=== adc_temp_sampler ===
### Clock distribution, adc_temp_sampler

Scale bar: 20 µm.
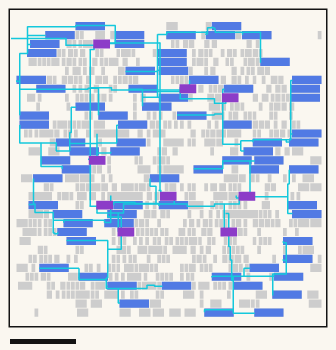

## src/rtl/adc_temp_sampler.sv

```systemverilog
// Periodic ADC conversion sequencer with averaging and open/short/timeout fault detection.
// One request per sample period; 2^AVG_LOG2 good samples are averaged into temp_code.
module adc_temp_sampler #(
  parameter int          SAMPLE_DIV   = 10000,
  parameter int          AVG_LOG2     = 3,
  parameter logic [2:0]  ADC_CHANNEL  = 3'd0,
  parameter int          TIMEOUT_CYC  = 400,
  parameter logic [11:0] OPEN_THRESH  = 12'hFF0,
  parameter logic [11:0] SHORT_THRESH = 12'h00F,
  parameter int          FAULT_CNT    = 3
) (
  input  logic        clk,
  input  logic        rst_n,
  input  logic        enable,
  input  logic        fault_clr,
  output logic        adc_start,
  output logic [2:0]  adc_channel,
  input  logic [11:0] adc_data,
  input  logic        adc_valid,
  output logic [11:0] temp_code,
  output logic        temp_valid,
  output logic        sensor_open,
  output logic        sensor_short,
  output logic        adc_timeout
);

  localparam int DATA_W = 12;
  localparam int ACC_W  = DATA_W + AVG_LOG2;
  localparam int SC_W   = AVG_LOG2 + 1;
  localparam int FC_W   = $clog2(FAULT_CNT + 1);

  localparam logic [15:0]     DIV_LAST = 16'(SAMPLE_DIV - 1);
  localparam logic [15:0]     TO_LAST  = 16'(TIMEOUT_CYC - 1);
  localparam logic [SC_W-1:0] N_AVG    = SC_W'(1 << AVG_LOG2);
  localparam logic [FC_W-1:0] FC_MAX   = FC_W'(FAULT_CNT);

  typedef enum logic [1:0] {IDLE, WAIT_TICK, START, WAIT_DATA} state_t;

  function automatic logic [FC_W-1:0] run_inc(input logic [FC_W-1:0] c);
    return (c >= FC_MAX) ? FC_MAX : c + 1'b1;
  endfunction

  function automatic logic [DATA_W-1:0] avg_trunc(input logic [ACC_W-1:0] s);
    return DATA_W'(s >> AVG_LOG2);
  endfunction

  state_t              state, state_nx;
  logic [15:0]         period_cnt;
  logic [15:0]         to_cnt;
  logic                tick;
  logic                timeout_hit;
  logic [ACC_W-1:0]    acc;
  logic [SC_W-1:0]     sample_cnt;
  logic [FC_W-1:0]     open_run, short_run;

  logic                vld_p0;
  logic [DATA_W-1:0]   data_p0;
  logic                is_open, is_short;
  logic [ACC_W-1:0]    acc_nx;
  logic [SC_W-1:0]     cnt_nx;
  logic [FC_W-1:0]     open_nx, short_nx;

  assign adc_channel = ADC_CHANNEL;
  assign tick        = enable && (period_cnt == DIV_LAST);

  // Sample qualification: only results arriving while a conversion is outstanding count.
  assign vld_p0      = enable && adc_valid && (state == WAIT_DATA);
  assign data_p0     = adc_data;
  assign timeout_hit = enable && !adc_valid && (state == WAIT_DATA) && (to_cnt == TO_LAST);
  assign is_open     = data_p0 >= OPEN_THRESH;
  assign is_short    = data_p0 <= SHORT_THRESH;
  assign acc_nx      = acc + ACC_W'(data_p0);
  assign cnt_nx      = sample_cnt + 1'b1;
  assign open_nx     = run_inc(open_run);
  assign short_nx    = run_inc(short_run);

  always_ff @(posedge clk or negedge rst_n) begin
    if (!rst_n) begin
      state <= IDLE;
    end else begin
      state <= state_nx;
    end
  end

  always_comb begin
    state_nx = state;
    if (!enable) begin
      state_nx = IDLE;
    end else begin
      case (state)
        IDLE:      state_nx = WAIT_TICK;
        WAIT_TICK: if (tick) state_nx = START;
        START:     state_nx = WAIT_DATA;
        WAIT_DATA: if (adc_valid || timeout_hit) state_nx = WAIT_TICK;
        default:   state_nx = IDLE;
      endcase
    end
  end

  // adc_start is registered so it is high exactly while the FSM sits in START.
  always_ff @(posedge clk or negedge rst_n) begin
    if (!rst_n) begin
      adc_start <= 1'b0;
    end else begin
      adc_start <= (state_nx == START);
    end
  end

  always_ff @(posedge clk or negedge rst_n) begin
    if (!rst_n) begin
      period_cnt <= '0;
      to_cnt     <= '0;
    end else begin
      if (!enable || period_cnt == DIV_LAST) begin
        period_cnt <= '0;
      end else begin
        period_cnt <= period_cnt + 1'b1;
      end
      if (state == START) begin
        to_cnt <= '0;
      end else if (state == WAIT_DATA) begin
        to_cnt <= to_cnt + 1'b1;
      end
    end
  end

  // Accumulate / classify stage: result and flags visible the cycle after adc_valid.
  always_ff @(posedge clk or negedge rst_n) begin
    if (!rst_n) begin
      acc          <= '0;
      sample_cnt   <= '0;
      open_run     <= '0;
      short_run    <= '0;
      temp_code    <= '0;
      temp_valid   <= 1'b0;
      sensor_open  <= 1'b0;
      sensor_short <= 1'b0;
    end else begin
      temp_valid <= 1'b0;
      if (!enable) begin
        acc        <= '0;
        sample_cnt <= '0;
        open_run   <= '0;
        short_run  <= '0;
      end else if (timeout_hit) begin
        acc        <= '0;
        sample_cnt <= '0;
      end else if (vld_p0) begin
        if (is_open) begin
          open_run  <= open_nx;
          short_run <= '0;
          if (open_nx == FC_MAX) sensor_open <= 1'b1;
        end else if (is_short) begin
          short_run <= short_nx;
          open_run  <= '0;
          if (short_nx == FC_MAX) sensor_short <= 1'b1;
        end else begin
          open_run     <= '0;
          short_run    <= '0;
          sensor_open  <= 1'b0;
          sensor_short <= 1'b0;
          if (cnt_nx == N_AVG) begin
            temp_code  <= avg_trunc(acc_nx);
            temp_valid <= 1'b1;
            acc        <= '0;
            sample_cnt <= '0;
          end else begin
            acc        <= acc_nx;
            sample_cnt <= cnt_nx;
          end
        end
      end
    end
  end

  // A timeout in the same cycle as fault_clr must stay visible.
  always_ff @(posedge clk or negedge rst_n) begin
    if (!rst_n) begin
      adc_timeout <= 1'b0;
    end else if (timeout_hit) begin
      adc_timeout <= 1'b1;
    end else if (fault_clr) begin
      adc_timeout <= 1'b0;
    end
  end

endmodule

```

## config.mk

```make
export PLATFORM = sky130hd
export DESIGN_NAME = adc_temp_sampler
export DESIGN_NICKNAME = d
export VERILOG_FILES = /design/src/rtl/adc_temp_sampler.sv
export SDC_FILE = /design/constraint.sdc
export NUM_CORES = 1
export LEC_CHECK = 0
export ABC_AREA = 1
export CORE_UTILIZATION = 50
export DETAILED_ROUTE_END_ITERATION = 16
export PLACE_DENSITY_LB_ADDON = 0.08
export SLEW_MARGIN = 25
export SYNTH_ARGS = -nofsm -noshare
export SYNTH_HDL_FRONTEND = slang
export SYNTH_SLANG_ARGS = --single-unit
```

## constraint.sdc

```tcl
create_clock -name clk -period 3.2 [get_ports clk]
set_input_delay 0.32 -clock clk [delete_from_list [all_inputs] [get_ports clk]]
set_output_delay 0.32 -clock clk [all_outputs]
set_load 0.005 [all_outputs]
```

=== uart_word_tx ===
### src/rtl/uart_pkg.sv
`default_nettype none
// ============================================================================
// Module      : uart_pkg
// Description : Shared types, limits and divider helper for the word-oriented
//               UART transmitter.
// Revision    : 1.0 - initial release
// ============================================================================
package uart_pkg;

   // Largest word the transmitter may be configured for, in bytes
   localparam int UART_MAX_WORD_BYTES = 16;

   // Transmitter states; values 6 and 7 are unused and recover to IDLE
   typedef enum logic [2:0] {
      IDLE   = 3'd0,
      START  = 3'd1,
      DATA   = 3'd2,
      PARITY = 3'd3,
      STOP   = 3'd4,
      GAP    = 3'd5
   } uart_tx_state_t;

   // Rounded clocks-per-bit divider
   function automatic int uart_calc_div(input int clk_hz, input int baud);
      return (clk_hz + baud / 2) / baud;
   endfunction

endpackage
`default_nettype wire

### src/rtl/uart_baud_tick.sv
`default_nettype none
// ============================================================================
// Module      : uart_baud_tick
// Description : Bit-period timer. Counts DIV clocks per bit and pulses tick on
//               the last clock of each bit; restarted by a synchronous clear.
// Revision    : 1.0 - initial release
// ============================================================================
module uart_baud_tick #(
   parameter int DIV = 434
) (
   input  logic clk,
   input  logic rst,
   input  logic clear,
   input  logic enable,
   output logic tick
);

   localparam int            CNT_W    = (DIV > 2) ? $clog2(DIV) : 1;
   localparam logic [CNT_W-1:0] CNT_LAST = CNT_W'(DIV - 1);

   logic [CNT_W-1:0] count;

   // Free-running modulo-DIV counter; wrapping in place keeps bit edges drift-free
   always_ff @(posedge clk or posedge rst) begin
      if (rst) begin
         count <= '0;
      end else if (clear) begin
         count <= '0;
      end else if (enable) begin
         count <= (count == CNT_LAST) ? '0 : count + 1'b1;
      end
   end

   assign tick = enable && !clear && (count == CNT_LAST);

endmodule
`default_nettype wire

### src/rtl/uart_word_tx.sv
`default_nettype none
// ============================================================================
// Module      : uart_word_tx
// Description : Serialises a WORD_BYTES-wide word as back-to-back 8-bit UART
//               characters, LSB byte first, with valid/ready handshake,
//               optional parity, 1-2 stop bits, inter-byte gap and a done
//               pulse at the end of the last stop bit.
// Revision    : 1.0 - initial release
// ============================================================================
module uart_word_tx
   import uart_pkg::*;
#(
   parameter int CLK_FREQ_HZ = 50_000_000,
   parameter int BAUD_RATE   = 115_200,
   parameter int WORD_BYTES  = 4,
   parameter int PARITY_EN   = 0,
   parameter int PARITY_ODD  = 0,
   parameter int STOP_BITS   = 1,
   parameter int GAP_BITS    = 1
) (
   input  logic                    clk_i,
   input  logic                    rst_i,
   input  logic [8*WORD_BYTES-1:0] data_i,
   input  logic                    valid_i,
   output logic                    ready_o,
   output logic                    busy_o,
   output logic                    done_o,
   output logic                    uart_tx_o
);

   localparam int DIV     = uart_calc_div(CLK_FREQ_HZ, BAUD_RATE);
   localparam int SHIFT_W = 8 * WORD_BYTES;
   localparam int IDX_W   = (WORD_BYTES > 1) ? $clog2(WORD_BYTES) : 1;

   localparam logic [IDX_W-1:0] LAST_BYTE = IDX_W'(WORD_BYTES - 1);
   localparam logic [3:0]       LAST_DATA = 4'd7;
   localparam logic [3:0]       LAST_STOP = 4'(STOP_BITS - 1);
   localparam logic [3:0]       LAST_GAP  = 4'(GAP_BITS - 1);
   localparam logic             PAR_INV   = (PARITY_ODD != 0);

   // Reject configurations the datapath cannot represent
   generate
      if (DIV < 2) begin : g_div_check
         $error("uart_word_tx: clock-per-bit divider must be at least 2");
      end
      if (WORD_BYTES < 1 || WORD_BYTES > UART_MAX_WORD_BYTES) begin : g_bytes_check
         $error("uart_word_tx: WORD_BYTES out of range");
      end
      if (STOP_BITS < 1 || STOP_BITS > 2) begin : g_stop_check
         $error("uart_word_tx: STOP_BITS must be 1 or 2");
      end
      if (GAP_BITS < 0 || GAP_BITS > 15) begin : g_gap_check
         $error("uart_word_tx: GAP_BITS out of range");
      end
   endgenerate

   uart_tx_state_t     state, state_nxt;
   logic [SHIFT_W-1:0] shreg, shreg_nxt;
   logic [3:0]         bit_cnt, bit_cnt_nxt;
   logic [IDX_W-1:0]   byte_idx, byte_idx_nxt;
   logic               parity, parity_nxt;
   logic               line, line_nxt;
   logic               done, done_nxt;
   logic               busy;
   logic               accept;
   logic               tick;

   assign busy   = (state != IDLE);
   assign accept = valid_i && !busy;

   uart_baud_tick #(
      .DIV (DIV)
   ) u_baud_tick (
      .clk    (clk_i),
      .rst    (rst_i),
      .clear  (accept),
      .enable (busy),
      .tick   (tick)
   );

   // State register
   always_ff @(posedge clk_i or posedge rst_i) begin
      if (rst_i) begin
         state <= IDLE;
      end else begin
         state <= state_nxt;
      end
   end

   // Next state plus next line level; the line is registered so each bit
   // appears on the pin exactly at the tick that enters it
   always_comb begin
      state_nxt    = state;
      shreg_nxt    = shreg;
      bit_cnt_nxt  = bit_cnt;
      byte_idx_nxt = byte_idx;
      parity_nxt   = parity;
      line_nxt     = line;
      done_nxt     = 1'b0;

      case (state)
         IDLE: begin
            line_nxt = 1'b1;
            if (valid_i) begin
               state_nxt    = START;
               shreg_nxt    = data_i;
               bit_cnt_nxt  = '0;
               byte_idx_nxt = '0;
               line_nxt     = 1'b0;
            end
         end

         START: begin
            if (tick) begin
               state_nxt   = DATA;
               line_nxt    = shreg[0];
               bit_cnt_nxt = '0;
               parity_nxt  = (^shreg[7:0]) ^ PAR_INV;
            end
         end

         DATA: begin
            if (tick) begin
               // Shifting after the 8th bit leaves the next byte at the bottom
               shreg_nxt = shreg >> 1;
               if (bit_cnt == LAST_DATA) begin
                  bit_cnt_nxt = '0;
                  if (PARITY_EN != 0) begin
                     state_nxt = PARITY;
                     line_nxt  = parity;
                  end else begin
                     state_nxt = STOP;
                     line_nxt  = 1'b1;
                  end
               end else begin
                  bit_cnt_nxt = bit_cnt + 4'd1;
                  line_nxt    = shreg[1];
               end
            end
         end

         PARITY: begin
            if (tick) begin
               state_nxt   = STOP;
               line_nxt    = 1'b1;
               bit_cnt_nxt = '0;
            end
         end

         STOP: begin
            if (tick) begin
               if (bit_cnt == LAST_STOP) begin
                  bit_cnt_nxt = '0;
                  if (byte_idx == LAST_BYTE) begin
                     state_nxt = IDLE;
                     line_nxt  = 1'b1;
                     done_nxt  = 1'b1;
                  end else begin
                     byte_idx_nxt = byte_idx + 1'b1;
                     if (GAP_BITS != 0) begin
                        state_nxt = GAP;
                        line_nxt  = 1'b1;
                     end else begin
                        state_nxt = START;
                        line_nxt  = 1'b0;
                     end
                  end
               end else begin
                  bit_cnt_nxt = bit_cnt + 4'd1;
               end
            end
         end

         GAP: begin
            if (tick) begin
               if (bit_cnt == LAST_GAP) begin
                  state_nxt   = START;
                  line_nxt    = 1'b0;
                  bit_cnt_nxt = '0;
               end else begin
                  bit_cnt_nxt = bit_cnt + 4'd1;
               end
            end
         end

         default: begin
            state_nxt = IDLE;
            line_nxt  = 1'b1;
         end
      endcase
   end

   // Datapath registers and glitch-free registered outputs
   always_ff @(posedge clk_i or posedge rst_i) begin
      if (rst_i) begin
         shreg    <= '0;
         bit_cnt  <= '0;
         byte_idx <= '0;
         parity   <= 1'b0;
         line     <= 1'b1;
         done     <= 1'b0;
      end else begin
         shreg    <= shreg_nxt;
         bit_cnt  <= bit_cnt_nxt;
         byte_idx <= byte_idx_nxt;
         parity   <= parity_nxt;
         line     <= line_nxt;
         done     <= done_nxt;
      end
   end

   assign ready_o   = !busy;
   assign busy_o    = busy;
   assign done_o    = done;
   assign uart_tx_o = line;

endmodule
`default_nettype wire

### config.mk
export PLATFORM = sky130hd
export DESIGN_NAME = uart_word_tx
export DESIGN_NICKNAME = d
export VERILOG_FILES = /design/src/rtl/uart_pkg.sv /design/src/rtl/uart_baud_tick.sv /design/src/rtl/uart_word_tx.sv
export SDC_FILE = /design/constraint.sdc
export NUM_CORES = 1
export LEC_CHECK = 0
export ABC_AREA = 1
export CAP_MARGIN = 20
export CORE_MARGIN = 4
export CORE_UTILIZATION = 50
export CTS_CLUSTER_SIZE = 8
export DETAILED_ROUTE_END_ITERATION = 6
export GPL_ROUTABILITY_DRIVEN = 0
export PLACE_DENSITY = 0.87
export RECOVER_POWER = 100
export SETUP_SLACK_MARGIN = 0.2
export SLEW_MARGIN = 10
export SYNTH_ARGS = -nofsm -noshare
export SYNTH_HDL_FRONTEND = slang
export SYNTH_HIERARCHICAL = 1
export SYNTH_SLANG_ARGS = --single-unit
### constraint.sdc
create_clock -name clk_i -period 2.04 [get_ports clk_i]
set_clock_uncertainty 0.05 [all_clocks]
set_input_delay 0.408 -clock clk_i [delete_from_list [all_inputs] [get_ports clk_i]]
set_output_delay 0.408 -clock clk_i [all_outputs]
set_load 0.02 [all_outputs]
=== pc_sequencer ===
$ cat src/rtl/pc_seq_pkg.sv
// Shared constants for the program-counter sequencer: controle opcodes and reset PC.
// Latency: n/a (constants only).
// Backpressure: n/a.
package pc_seq_pkg;

    // 3-bit controle encodings for next-PC selection
    localparam logic [2:0] OP_SEQ  = 3'b000;
    localparam logic [2:0] OP_BEQ  = 3'b001;
    localparam logic [2:0] OP_BNE  = 3'b010;
    localparam logic [2:0] OP_JUMP = 3'b011;
    localparam logic [2:0] OP_CALL = 3'b100;
    localparam logic [2:0] OP_RET  = 3'b101;
    localparam logic [2:0] OP_JR   = 3'b110;
    localparam logic [2:0] OP_RSVD = 3'b111;

    // Default PC loaded at reset
    localparam logic [31:0] RESET_PC_DEFAULT = 32'h0000_0000;

    // Width of the jump/call immediate field
    localparam int JUMP_W = 28;

endpackage

$ cat src/rtl/pc_ras.sv
// Return-address stack: circular buffer, overwrites oldest on overflow, sticky ovf/unf.
// Latency: push/pop take effect at the next rising edge; top/empty/full from registered state.
// Backpressure: none; caller gates push/pop (e.g. on stall).
//
// Ports: clock, reset_n (async active-low), push/push_data, pop, top, empty, full,
//        ovf (sticky push-while-full), unf (sticky pop-while-empty).
module pc_ras
    import pc_seq_pkg::*;
#(
    parameter int DEPTH = 8,
    parameter int W     = 32
) (
    input  logic         clock,
    input  logic         reset_n,
    input  logic         push,
    input  logic         pop,
    input  logic [W-1:0] push_data,
    output logic [W-1:0] top,
    output logic         empty,
    output logic         full,
    output logic         ovf,
    output logic         unf
);

    localparam int PTR_W = $clog2(DEPTH);
    localparam int CNT_W = $clog2(DEPTH + 1);

    logic [W-1:0]     mem [DEPTH];
    logic [PTR_W-1:0] wr_ptr;   // next slot to write
    logic [PTR_W-1:0] rd_ptr;   // most recent valid entry
    logic [CNT_W-1:0] count;

    // Power-of-two depth lets the pointer wrap naturally.
    assign rd_ptr = wr_ptr - PTR_W'(1);
    assign top    = mem[rd_ptr];
    assign empty  = (count == '0);
    assign full   = (count == CNT_W'(DEPTH));

    // Storage needs no reset; validity is tracked by count.
    // When full, wr_ptr points at the oldest entry, so a push overwrites it.
    always_ff @(posedge clock) begin
        if (push) begin
            mem[wr_ptr] <= push_data;
        end
    end

    always_ff @(posedge clock or negedge reset_n) begin
        if (!reset_n) begin
            wr_ptr <= '0;
            count  <= '0;
            ovf    <= 1'b0;
            unf    <= 1'b0;
        end else if (push) begin
            wr_ptr <= wr_ptr + PTR_W'(1);
            if (full) begin
                ovf <= 1'b1;
            end else begin
                count <= count + CNT_W'(1);
            end
        end else if (pop) begin
            if (empty) begin
                unf <= 1'b1;
            end else begin
                wr_ptr <= rd_ptr;
                count  <= count - CNT_W'(1);
            end
        end
    end

endmodule

$ cat src/rtl/pc_sequencer.sv
// Program-counter sequencer: seq/branch/jump/call/ret/jr next-PC select with optional RAS.
// Latency: one cycle from controle to pc.
// Backpressure: stall=1 freezes pc and all stack state.
//
// Ports: clock, reset_n (async active-low), stall, controle[2:0], sinal_zero,
//        branch_target, jump_target[27:0], reg_target, pc, ras_empty, ras_full, ras_err[1:0].
// Config macro PC_SEQUENCER_RAS_EN: defined builds the return-address stack; undefined
//        maps CALL to JUMP, RET to JR, and ties the stack flags to empty/no-error.
module pc_sequencer
    import pc_seq_pkg::*;
#(
    parameter int              ADDR_W    = 32,
    parameter int              RAS_DEPTH = 8,
    parameter logic [ADDR_W-1:0] RESET_PC = ADDR_W'(RESET_PC_DEFAULT)
) (
    input  logic              clock,
    input  logic              reset_n,
    input  logic              stall,
    input  logic [2:0]        controle,
    input  logic              sinal_zero,
    input  logic [ADDR_W-1:0] branch_target,
    input  logic [JUMP_W-1:0] jump_target,
    input  logic [ADDR_W-1:0] reg_target,
    output logic [ADDR_W-1:0] pc,
    output logic              ras_empty,
    output logic              ras_full,
    output logic [1:0]        ras_err
);

    // Elaboration-time parameter sanity checks
    if (ADDR_W < JUMP_W) begin : g_bad_addr_w
        $error("pc_sequencer: ADDR_W must be at least 28");
    end
    if (RAS_DEPTH < 2 || (RAS_DEPTH & (RAS_DEPTH - 1)) != 0) begin : g_bad_ras_depth
        $error("pc_sequencer: RAS_DEPTH must be a power of two >= 2");
    end

    logic [ADDR_W-1:0] seq_pc;
    logic [ADDR_W-1:0] jump_pc;
    logic [ADDR_W-1:0] next_pc;

    assign seq_pc  = pc + ADDR_W'(1);        // wraps all-ones to zero
    assign jump_pc = ADDR_W'(jump_target);   // zero-extend

`ifdef PC_SEQUENCER_RAS_EN
    logic              ras_push;
    logic              ras_pop;
    logic [ADDR_W-1:0] ras_top;
`endif

    always_comb begin
        next_pc = seq_pc;
`ifdef PC_SEQUENCER_RAS_EN
        ras_push = 1'b0;
        ras_pop  = 1'b0;
`endif
        case (controle)
            OP_BEQ:  if (sinal_zero)  next_pc = branch_target;
            OP_BNE:  if (!sinal_zero) next_pc = branch_target;
            OP_JUMP: next_pc = jump_pc;
            OP_CALL: begin
                next_pc = jump_pc;
`ifdef PC_SEQUENCER_RAS_EN
                ras_push = !stall;
`endif
            end
            OP_RET: begin
`ifdef PC_SEQUENCER_RAS_EN
                // Pop from an empty stack falls through to the sequential PC.
                ras_pop = !stall;
                next_pc = ras_empty ? seq_pc : ras_top;
`else
                next_pc = reg_target;
`endif
            end
            OP_JR:   next_pc = reg_target;
            default: next_pc = seq_pc;       // OP_SEQ and reserved OP_RSVD
        endcase
    end

    always_ff @(posedge clock or negedge reset_n) begin
        if (!reset_n) begin
            pc <= RESET_PC;
        end else if (!stall) begin
            pc <= next_pc;
        end
    end

`ifdef PC_SEQUENCER_RAS_EN
    pc_ras #(
        .DEPTH (RAS_DEPTH),
        .W     (ADDR_W)
    ) u_ras (
        .clock     (clock),
        .reset_n   (reset_n),
        .push      (ras_push),
        .pop       (ras_pop),
        .push_data (seq_pc),
        .top       (ras_top),
        .empty     (ras_empty),
        .full      (ras_full),
        .ovf       (ras_err[1]),
        .unf       (ras_err[0])
    );
`else
    assign ras_empty = 1'b1;
    assign ras_full  = 1'b0;
    assign ras_err   = 2'b00;
`endif

endmodule

$ cat config.mk
export PLATFORM = sky130hd
export DESIGN_NAME = pc_sequencer
export DESIGN_NICKNAME = d
export VERILOG_FILES = /design/src/rtl/pc_seq_pkg.sv /design/src/rtl/pc_ras.sv /design/src/rtl/pc_sequencer.sv
export SDC_FILE = /design/constraint.sdc
export NUM_CORES = 1
export LEC_CHECK = 0
export CAP_MARGIN = 20
export CORE_MARGIN = 5
export CORE_UTILIZATION = 35
export CTS_CLUSTER_SIZE = 20
export DETAILED_ROUTE_END_ITERATION = 8
export GPL_TIMING_DRIVEN = 0
export PLACE_DENSITY = 0.73
export SETUP_SLACK_MARGIN = 0.02
export SYNTH_ARGS = -nofsm -noshare
export SYNTH_HDL_FRONTEND = slang
export SYNTH_HIERARCHICAL = 1
export SYNTH_SLANG_ARGS = --single-unit
$ cat constraint.sdc
create_clock -name clock -period 2 [get_ports clock]
set_input_delay 0.4 -clock clock [delete_from_list [all_inputs] [get_ports clock]]
set_output_delay 0.4 -clock clock [all_outputs]
set_load 0.01 [all_outputs]
### Ports around the boundary, adc_temp_sampler

Pins as bars across the die edge, other pins in gray.
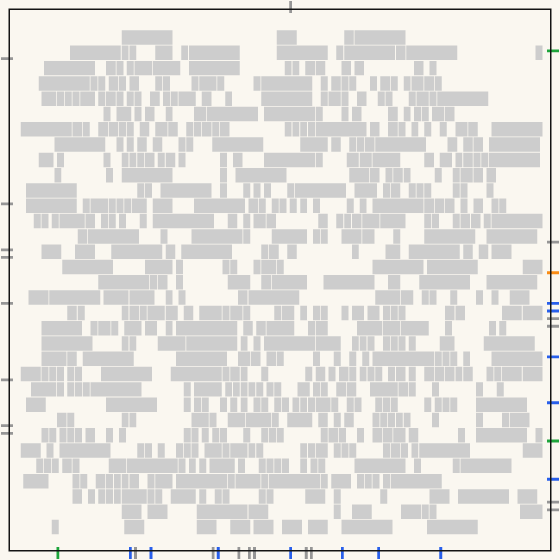
color	port	pins	direction	edge
blue	temp_code	12	output	7 bottom, 5 right
green	adc_channel	3	output	2 right, 1 bottom
orange	sensor_open	1	output	right
all pins by edge	15 bottom, 13 right, 8 left, 1 top
die width: 96.0 µm
I/O Buffers: 33
chip height: 96.0 µm

## Picture notes: 'Clock distribution' of adc_temp_sampler
[purple] cells driving clock nets | count: 9
[blue] flip-flops | count: 74
[cyan] clock wires | length: 975 µm
flops lie	all over the die
routed clock nets	10
clock power share: 45.4%
clk_skew: 12.0 ps
clk pwr: 0.878 mW
clock latency (worst-skew pair): 350 ps

==> flow_summary.json, adc_temp_sampler <==
{
  "area_delta_synth_final_pct": 14.1,
  "synthAdderAreaFrac_pct": 4.98,
  "min_period_ps": 2210,
  "clock-sinks": 74,
  "antennaDiodeCount": 0,
  "ys.flops": 74,
  "clock_buffers": 9,
  "dp_cells": 738,
  "logic_family": "simple AND/OR/NAND/NOR gates",
  "setup_viol": 0,
  "fin_total_pwr_mw": 1.93,
  "slowest_stage": "clkdlybuf4s50_1",
  "finish.instance_area_um2": 5040,
  "ys_sh_xor_pct": 2.38,
  "drtAntennaViolNets": 0,
  "signal_buffers": 33,
  "timing.final.ws_setup_ps": 985,
  "sh_seq_area_pct": 36.7,
  "ys_sh_simple_pct": 35.1,
  "design.core.area_um2": 8380,
  "fin_hold_ws_ps": -38.5,
  "worstPathBufferInverterCount": 2,
  "grt_max_degree": 75,
  "grt-busiest-layer": "met1",
  "violations": "negative hold slack",
  "layout_top_cell": "nand2_1",
  "grt_pass1_vias": 3507,
  "comb_area_um2": 2130,
  "dr.pass1.iters": 5,
  "status": "finished, violations left",
  "hold_violations": 22,
  "cts.clk_slew.worst_paths_ps": 80,
  "grtUsageMet2_pct": 32.4,
  "drt_iter0_markers": 193,
  "largest_area_cell": "dfrtp_1",
  "async_flop_share_pct": 100,
  "synth_area_per_cell_um2": 7.26
}
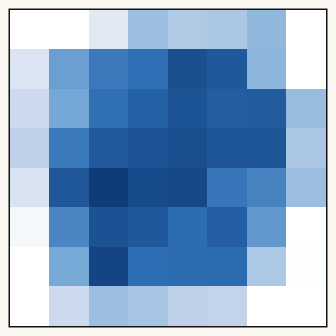
*Local utilization, uart_word_tx*
8 x 8 tiles, from white (low) to dark blue (high), 0 to 100% covered.
tiles over 75% full	36%
densest ninth of the die	middle
mean over tiles	51%
nearly empty tiles	16%
fullest tile	95%
Core Region: 5610 µm²
post-route core utilization: 66.1%
fp util: 52.3%

==> flow_summary.json, uart_word_tx <==
{
  "synth_area_per_cell_um2": 7.27,
  "crit_path_frequent_cell": "nand2_1",
  "grt_pass1_wl_um": 10600,
  "r2r_cells": 14,
  "slew_violations": 0,
  "grt_max_degree": 66,
  "rsz0062_at_grt": "yes",
  "drtAntennaViolNets": 0,
  "detail_route.wl_per_cell_um": 12.9,
  "aoi_share_pct": 15.1,
  "post-cts-setup-buffers": 3,
  "yosysUniqueCellTypes": 29,
  "p_seq_share_pct": 55.0,
  "reg_top3": "shreg x32, u_baud_tick/count x9, bit_cnt x4",
  "maxCapViolations": 0,
  "rrSetupSlack_ps": 220,
  "status": "complete, no violations",
  "switching_power_mw": 0.397,
  "netlist_area_um2": 2940,
  "internal_power_mw": 1.48,
  "use_met1_pct": 22.0,
  "synth-edff-count": 0,
  "endpoint_kind": "flop",
  "critPathLaunch": "state[0]",
  "worst-path-max-fanout": 6,
  "antenna_found_initial": 0,
  "logic_family": "simple AND/OR/NAND/NOR gates"
}
### Local utilization, pc_sequencer

10 x 10 tiles, from white (low) to dark blue (high), 0 to 100% covered.
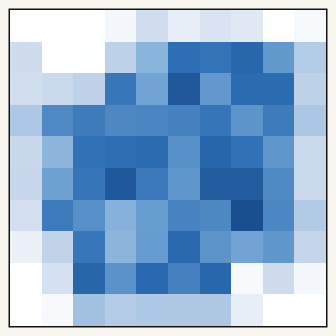
mean over tiles	44%
emptiest ninth of the die	top left
densest ninth of the die	middle
fullest tile	88%
tiles over 75% full	15%
Core Region: 7810 µm²
post-route core utilization: 58.5%
fp util: 36.3%

==> flow_summary.json, pc_sequencer <==
{
  "worstPathRequired_ps": 2170,
  "clockNetworkAreaShare_pct": 2.44,
  "clock_path_buffers": 2,
  "crit_cells": 9,
  "status": "complete, no violations",
  "grtUsageMet2_pct": 37.4,
  "clock.fmax_mhz": 508,
  "cp_top_family": "AND-OR/OR-AND gates",
  "endpoint_kind": "flop",
  "worstPathBufferInverterCount": 4,
  "rrSetupSlack_ps": 50,
  "comb_area_um2": 1880,
  "grt-ovfl-total": 0,
  "drtAntennaViolNets": 0,
  "lay_top_cells": "clkdlybuf4s50_1, a222oi_1, dfrtp_1",
  "grt_usage_pct": 22.5,
  "fillers": 735,
  "fin_total_pwr_mw": 2.68,
  "wl_um": 11800,
  "antennaDiodeCount": 0,
  "dp_hpwl_um": 8590,
  "root_buffer": "clkbuf_8",
  "min_period_ps": 1970,
  "mux_share_pct": 4.28,
  "fp.dieW_um": 100,
  "synth-edff-count": 0,
  "wl_met2_um": 5710,
  "yosysUniqueCellTypes": 64,
  "finish.instance_area_um2": 4570,
  "grt_max_degree": 33,
  "dominant_cells": "multi-input combinational cells",
  "layout_top_cell": "clkdlybuf4s50_1",
  "power.share.clock_pct": 23.9,
  "tool_warnings": 27,
  "critical_path_class": "in2reg",
  "ys.flops": 32,
  "io_buffer_count": 127,
  "ys_seq_share_pct": 28.2,
  "maxCapViolations": 0,
  "r2r_end": "pc[26]",
  "slowest_stage": "a222oi_1",
  "area_leaders": "dfrtp_1, a222oi_1, mux2_2",
  "yosys_warnings": 6,
  "rr_startpoint": "pc[9]"
}

=== tmds_channel_encoder_flat ===
### Signal wires on met3, tmds_channel_encoder_flat

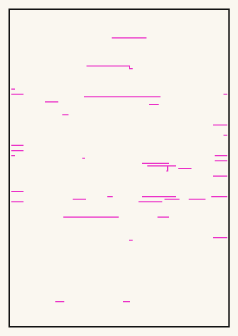

[src/rtl/tmds_channel_encoder_if.sv]
// Pixel-side bundle of one TMDS channel: video/control in, 10-bit symbol out.
// Unclocked, no handshake: a new symbol is taken and produced every pixel clock.
interface tmds_channel_encoder_if;
    logic [7:0] data_in;
    logic [1:0] ctrl_in;
    logic       de_in;
    logic [9:0] symbol_out;
    logic       de_out;
    logic [4:0] disparity;

    modport master (
        output data_in, ctrl_in, de_in,
        input  symbol_out, de_out, disparity
    );

    modport slave (
        input  data_in, ctrl_in, de_in,
        output symbol_out, de_out, disparity
    );
endinterface

[src/rtl/tmds_channel_encoder.sv]
// DVI 1.0 TMDS 8b/10b encoder for one channel, DC-balanced via running disparity.
// Fixed 2-cycle latency for data and control; no backpressure, one symbol per clock.
module tmds_channel_encoder #(
    parameter logic [1:0] CTRL_RESET = 2'b00
) (
    input  logic                 clk_pixel,
    input  logic                 reset,
    tmds_channel_encoder_if.slave bus
);

    function automatic logic [9:0] ctrl_symbol(input logic [1:0] c);
        case (c)
            2'b00:   return 10'b1101010100;
            2'b01:   return 10'b0010101011;
            2'b10:   return 10'b0101010100;
            default: return 10'b1010101011;
        endcase
    endfunction

    localparam logic [9:0] RESET_SYMBOL = ctrl_symbol(CTRL_RESET);

    logic [8:0]        q_m_d, q_m_q;
    logic [3:0]        n1_d, n1_q, n0_d, n0_q;
    logic              de1_d, de1_q;
    logic [1:0]        ctrl1_d, ctrl1_q;
    logic [9:0]        sym_d, sym_q;
    logic              de2_d, de2_q;
    logic signed [4:0] cnt_d, cnt_q;

    // XNOR chain equals the XOR prefix with every odd bit flipped, avoiding a ripple
    always_comb begin
        logic [3:0] n1d;
        logic       parity;
        logic [7:0] prefix;
        logic       use_xnor;
        n1d    = '0;
        parity = 1'b0;
        prefix = '0;
        for (int i = 0; i < 8; i++) begin
            n1d       = n1d + {3'b000, bus.data_in[i]};
            parity    = parity ^ bus.data_in[i];
            prefix[i] = parity;
        end
        use_xnor = (n1d > 4'd4) || ((n1d == 4'd4) && !bus.data_in[0]);
        q_m_d    = {~use_xnor, prefix ^ (use_xnor ? 8'hAA : 8'h00)};
        n1_d     = '0;
        for (int i = 0; i < 8; i++) begin
            n1_d = n1_d + {3'b000, q_m_d[i]};
        end
        n0_d    = 4'd8 - n1_d;
        de1_d   = bus.de_in;
        ctrl1_d = bus.ctrl_in;
    end

    always_comb begin
        logic signed [4:0] diff;
        logic signed [4:0] two_q8;
        logic signed [4:0] two_nq8;
        logic              cnt_pos;
        logic              cnt_neg;
        diff    = $signed({1'b0, n1_q}) - $signed({1'b0, n0_q});
        two_q8  = $signed({3'b000, q_m_q[8], 1'b0});
        two_nq8 = $signed({3'b000, ~q_m_q[8], 1'b0});
        cnt_pos = (cnt_q != 5'sd0) && !cnt_q[4];
        cnt_neg = cnt_q[4];
        sym_d   = ctrl_symbol(ctrl1_q);
        cnt_d   = '0;
        de2_d   = de1_q;
        if (de1_q) begin
            if ((cnt_q == 5'sd0) || (n1_q == n0_q)) begin
                sym_d = {~q_m_q[8], q_m_q[8], q_m_q[8] ? q_m_q[7:0] : ~q_m_q[7:0]};
                cnt_d = q_m_q[8] ? (cnt_q + diff) : (cnt_q - diff);
            end else if ((cnt_pos && (n1_q > n0_q)) || (cnt_neg && (n0_q > n1_q))) begin
                sym_d = {1'b1, q_m_q[8], ~q_m_q[7:0]};
                cnt_d = cnt_q + two_q8 - diff;
            end else begin
                sym_d = {1'b0, q_m_q[8], q_m_q[7:0]};
                cnt_d = cnt_q + diff - two_nq8;
            end
        end
    end

    always_ff @(posedge clk_pixel or posedge reset) begin
        if (reset) begin
            q_m_q   <= '0;
            n1_q    <= '0;
            n0_q    <= '0;
            de1_q   <= 1'b0;
            ctrl1_q <= CTRL_RESET;
            sym_q   <= RESET_SYMBOL;
            de2_q   <= 1'b0;
            cnt_q   <= '0;
        end else begin
            q_m_q   <= q_m_d;
            n1_q    <= n1_d;
            n0_q    <= n0_d;
            de1_q   <= de1_d;
            ctrl1_q <= ctrl1_d;
            sym_q   <= sym_d;
            de2_q   <= de2_d;
            cnt_q   <= cnt_d;
        end
    end

    assign bus.symbol_out = sym_q;
    assign bus.de_out     = de2_q;
    assign bus.disparity  = cnt_q;

endmodule

[src/flat_wrapper.sv]
// flat-port wrapper written by rule: the top's interface ports become plain ports
module tmds_channel_encoder_flat 
#(
    parameter logic [1:0] CTRL_RESET = 2'b00
)
  (clk_pixel, reset, bus_data_in, bus_ctrl_in, bus_de_in, bus_symbol_out, bus_de_out, bus_disparity);
  tmds_channel_encoder_if bus_i ();
  input  logic clk_pixel;
  input  logic reset;
  input wire logic [$bits(bus_i.data_in)-1:0] bus_data_in;
  input wire logic [$bits(bus_i.ctrl_in)-1:0] bus_ctrl_in;
  input wire logic [$bits(bus_i.de_in)-1:0] bus_de_in;
  output wire logic [$bits(bus_i.symbol_out)-1:0] bus_symbol_out;
  output wire logic [$bits(bus_i.de_out)-1:0] bus_de_out;
  output wire logic [$bits(bus_i.disparity)-1:0] bus_disparity;
  assign bus_i.data_in = bus_data_in;
  assign bus_i.ctrl_in = bus_ctrl_in;
  assign bus_i.de_in = bus_de_in;
  assign bus_symbol_out = bus_i.symbol_out;
  assign bus_de_out = bus_i.de_out;
  assign bus_disparity = bus_i.disparity;
  tmds_channel_encoder #(.CTRL_RESET(CTRL_RESET)) u_core (.clk_pixel(clk_pixel), .reset(reset), .bus(bus_i));
endmodule
[config.mk]
export PLATFORM = sky130hd
export DESIGN_NAME = tmds_channel_encoder_flat
export DESIGN_NICKNAME = d
export VERILOG_FILES = /design/src/rtl/tmds_channel_encoder_if.sv /design/src/rtl/tmds_channel_encoder.sv /design/src/flat_wrapper.sv
export SDC_FILE = /design/constraint.sdc
export NUM_CORES = 1
export LEC_CHECK = 0
export ABC_AREA = 1
export CAP_MARGIN = 10
export CORE_ASPECT_RATIO = 1.5
export CORE_MARGIN = 3
export CORE_UTILIZATION = 60
export CTS_CLUSTER_SIZE = 14
export DETAILED_ROUTE_END_ITERATION = 10
export GPL_ROUTABILITY_DRIVEN = 1
export PLACE_DENSITY = 0.88
export SKIP_CTS_REPAIR_TIMING = 1
export SYNTH_ARGS = -nofsm -noshare
export SYNTH_HDL_FRONTEND = slang
export SYNTH_SLANG_ARGS = --single-unit
[constraint.sdc]
create_clock -name clk_pixel -period 4.1 [get_ports clk_pixel]
set_input_delay 0.82 -clock clk_pixel [delete_from_list [all_inputs] [get_ports clk_pixel]]
set_output_delay 0.82 -clock clk_pixel [all_outputs]
set_load 0.01 [all_outputs]
=== spi_master_ctrl ===
## config.mk

```make
export PLATFORM = sky130hd
export DESIGN_NAME = spi_master_ctrl
export DESIGN_NICKNAME = d
export VERILOG_FILES = /design/src/rtl/spi_master_ctrl.sv
export SDC_FILE = /design/constraint.sdc
export NUM_CORES = 1
export LEC_CHECK = 0
export CORE_MARGIN = 2
export CORE_UTILIZATION = 42
export DETAILED_ROUTE_END_ITERATION = 10
export GPL_ROUTABILITY_DRIVEN = 1
export PLACE_DENSITY = 0.59
export SYNTH_ARGS = -nofsm -noshare
export SYNTH_HDL_FRONTEND = slang
export SYNTH_SLANG_ARGS = --single-unit
```

## constraint.sdc

```tcl
create_clock -name CLK -period 2.97 [get_ports CLK]
set_input_delay 0.594 -clock CLK [delete_from_list [all_inputs] [get_ports CLK]]
set_output_delay 0.594 -clock CLK [all_outputs]
set_load 0.01 [all_outputs]
```

## src/rtl/spi_master_ctrl.sv

```systemverilog
// SPI master: turns host write/read requests into SS_n/MOSI frames and captures read-data on MISO.
// Latency: write frames hold SS_n low 12 cycles; read-data returns rsp_valid 20+RD_WAIT edges after accept.
// Backpressure: req_ready is high only in IDLE; requests seen while busy are dropped, not queued.
module spi_master_ctrl #(
  parameter int RD_WAIT    = 2,
  parameter int GAP_CYCLES = 2
) (
  input  logic       CLK,
  input  logic       rst,
  input  logic       req_valid,
  output logic       req_ready,
  input  logic [1:0] req_cmd,
  input  logic [7:0] req_data,
  output logic       rsp_valid,
  output logic [7:0] rsp_data,
  output logic       busy,
  output logic       SS_n,
  output logic       MOSI,
  input  logic       MISO
);

  typedef enum logic [2:0] {
    IDLE,
    START,
    SEL,
    SHIFT,
    TURN,
    RECV,
    GAP
  } state_t;

  // TURN ends on the edge that takes the first MISO sample.
  localparam logic [7:0] TURN_LAST = 8'(RD_WAIT - 1);
  // The IDLE cycle counts as one of the SS_n-high gap cycles, so GAP itself is one shorter.
  localparam logic [7:0] GAP_LAST  = 8'(GAP_CYCLES - 2);

  state_t     state;
  logic [9:0] shreg;     // {cmd[1], cmd[0], data[7:0]}, shifted out MSB first
  logic [1:0] cmd_q;
  logic [3:0] bit_cnt;   // bits sent in SHIFT, bits received in RECV
  logic [7:0] wait_cnt;  // cycles spent in TURN or GAP
  logic [7:0] rx;

  // Single FSM with all outputs registered alongside the state.
  always_ff @(posedge CLK or posedge rst) begin
    if (rst) begin
      state     <= IDLE;
      shreg     <= '0;
      cmd_q     <= '0;
      bit_cnt   <= '0;
      wait_cnt  <= '0;
      rx        <= '0;
      req_ready <= 1'b1;
      rsp_valid <= 1'b0;
      rsp_data  <= '0;
      busy      <= 1'b0;
      SS_n      <= 1'b1;
      MOSI      <= 1'b0;
    end else begin
      rsp_valid <= 1'b0;
      case (state)
        IDLE: begin
          SS_n <= 1'b1;
          MOSI <= 1'b0;
          if (req_valid) begin
            shreg     <= {req_cmd, req_data};
            cmd_q     <= req_cmd;
            state     <= START;
            req_ready <= 1'b0;
            busy      <= 1'b1;
            SS_n      <= 1'b0;
          end
        end

        START: begin
          // Select bit goes out one cycle ahead of the framed bits.
          MOSI  <= shreg[9];
          state <= SEL;
        end

        SEL: begin
          MOSI    <= shreg[9];
          shreg   <= {shreg[8:0], 1'b0};
          bit_cnt <= 4'd1;
          state   <= SHIFT;
        end

        SHIFT: begin
          if (bit_cnt == 4'd10) begin
            MOSI     <= 1'b0;
            bit_cnt  <= '0;
            wait_cnt <= '0;
            if (cmd_q == 2'b11) begin
              state <= TURN;
            end else begin
              SS_n <= 1'b1;
              if (GAP_CYCLES > 1) begin
                state <= GAP;
              end else begin
                state     <= IDLE;
                busy      <= 1'b0;
                req_ready <= 1'b1;
              end
            end
          end else begin
            MOSI    <= shreg[9];
            shreg   <= {shreg[8:0], 1'b0};
            bit_cnt <= bit_cnt + 4'd1;
          end
        end

        TURN: begin
          if (wait_cnt == TURN_LAST) begin
            // First (MSB) sample is taken on the edge that leaves TURN.
            rx      <= {rx[6:0], MISO};
            bit_cnt <= 4'd1;
            state   <= RECV;
          end else begin
            wait_cnt <= wait_cnt + 8'd1;
          end
        end

        RECV: begin
          if (bit_cnt == 4'd8) begin
            rsp_data  <= rx;
            rsp_valid <= 1'b1;
            SS_n      <= 1'b1;
            bit_cnt   <= '0;
            wait_cnt  <= '0;
            if (GAP_CYCLES > 1) begin
              state <= GAP;
            end else begin
              state     <= IDLE;
              busy      <= 1'b0;
              req_ready <= 1'b1;
            end
          end else begin
            rx      <= {rx[6:0], MISO};
            bit_cnt <= bit_cnt + 4'd1;
          end
        end

        GAP: begin
          if (wait_cnt == GAP_LAST) begin
            wait_cnt  <= '0;
            state     <= IDLE;
            busy      <= 1'b0;
            req_ready <= 1'b1;
          end else begin
            wait_cnt <= wait_cnt + 8'd1;
          end
        end

        default: begin
          state     <= IDLE;
          busy      <= 1'b0;
          req_ready <= 1'b1;
          SS_n      <= 1'b1;
          MOSI      <= 1'b0;
        end
      endcase
    end
  end

endmodule

```

### Clock distribution, spi_master_ctrl

Scale bar: 20 µm.
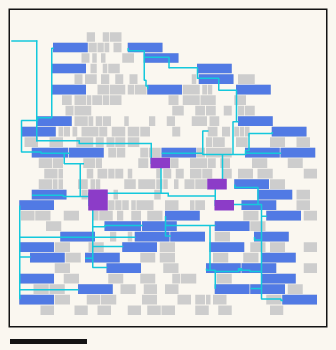
[purple] cells driving clock nets | count: 5
[blue] flip-flops | count: 48
[cyan] clock wires | length: 554 µm
flops lie	all over the die
clk_skew: 11.4 ps
clock latency (worst-skew pair): 290 ps

==> flow_summary.json, spi_master_ctrl <==
{
  "status": "complete, no violations",
  "tap_cells": 75,
  "r2r_end": "rx[4]",
  "flop_cell": "dfrtp_1",
  "synth-edff-count": 0,
  "yosys_warnings": 0,
  "synth_area_per_cell_um2": 11.3,
  "area_share_nonclk_buffers_pct": 10.2,
  "clock_buffers": 5,
  "r2r_cells": 4,
  "worstPathRequired_ps": 3150,
  "place_area_um2": 2890,
  "logic_family": "multiplexers",
  "dp_hpwl_um": 3160
}
### Clock distribution, tmds_channel_encoder_flat

Scale bar: 20 µm.
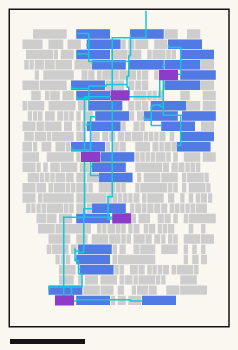
[purple] cells driving clock nets | count: 5
[cyan] clock wires | length: 387 µm
[blue] flip-flops | count: 34
routed clock nets	6
clock latency (worst-skew pair): 290 ps
clk_skew: 8.29 ps

About 'Signal wires on met3' of tmds_channel_encoder_flat:
main direction	horizontal
share of all routed wire	3.2%
wire length on this layer	154 µm
nets with wire on the layer	30
Total Wirelength: 4770 µm
via count: 1977
global-route met3 utilization: 4.49%

==> flow_summary.json, tmds_channel_encoder_flat <==
{
  "clockNetworkAreaShare_pct": 3.08,
  "design.core.area_um2": 3780,
  "layout_top_cell": "nand2_1",
  "crit_cells": 24,
  "top_layer": "met4",
  "setup_viol": 6,
  "ys_cells": 286,
  "worst_pin_slew_ps": 603,
  "ys_seq_share_pct": 35.3,
  "fillers": 228,
  "timing.final.ws_setup_ps": -1910,
  "violations": "negative setup slack",
  "slew_headroom_pct": 59.4,
  "synth_top_area_share_pct": 29.9,
  "cp_cell_sequence": "buf_8 -> ha_4 -> inv_2 -> fa_1 -> fa_1 -> inv_2 -> fa_2 -> fa_1 -> nor2_1 -> nand2_1 -> nand2_1 -> nand2_2 -> xor2_2 -> ha_1 -> fa_1 -> inv_2 -> fa_1 -> fa_2 -> inv_2 -> fa_2 -> inv_2 -> nand2_1 -> nor2_1 -> xor2_1",
  "slowest_stage": "fa_1",
  "flop_area_um2": 857,
  "status": "finished, violations left",
  "most_common_cell": "nand2_1",
  "comb.multi_input.count": 192,
  "antennaDiodeCount": 0,
  "r2r_cells": 16,
  "slowest_delay_ps": 580
}


==> layout pictures side by side <==
Local utilization.
shot_01.png
6 x 8 tiles, from white (low) to dark blue (high), 0 to 100% covered.
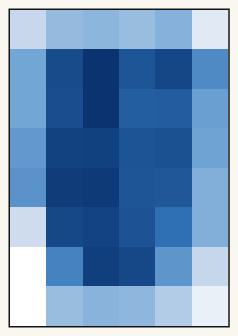
shot_02.png
10 x 10 tiles, from white (low) to dark blue (high), 0 to 100% covered.
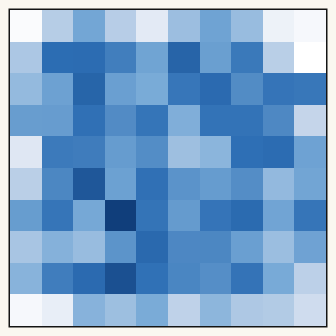
shot_03.png
8 x 8 tiles, from white (low) to dark blue (high), 0 to 100% covered.
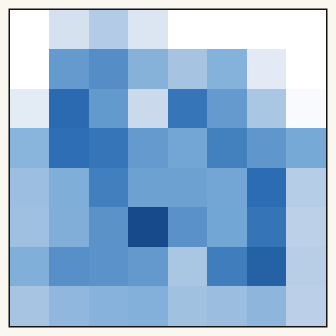
spi_master_ctrl is shot_03.png.
tmds_channel_encoder_flat is shot_01.png.
adc_temp_sampler is shot_02.png.
Of these, highest utilization: shot_01.png

Key to shot_03.png:
mean over tiles	43%
emptiest ninth of the die	top right
nearly empty tiles	11%
tiles over 75% full	7.8%

Power figures rest on the tool's default switching activity, not on a simulated workload.
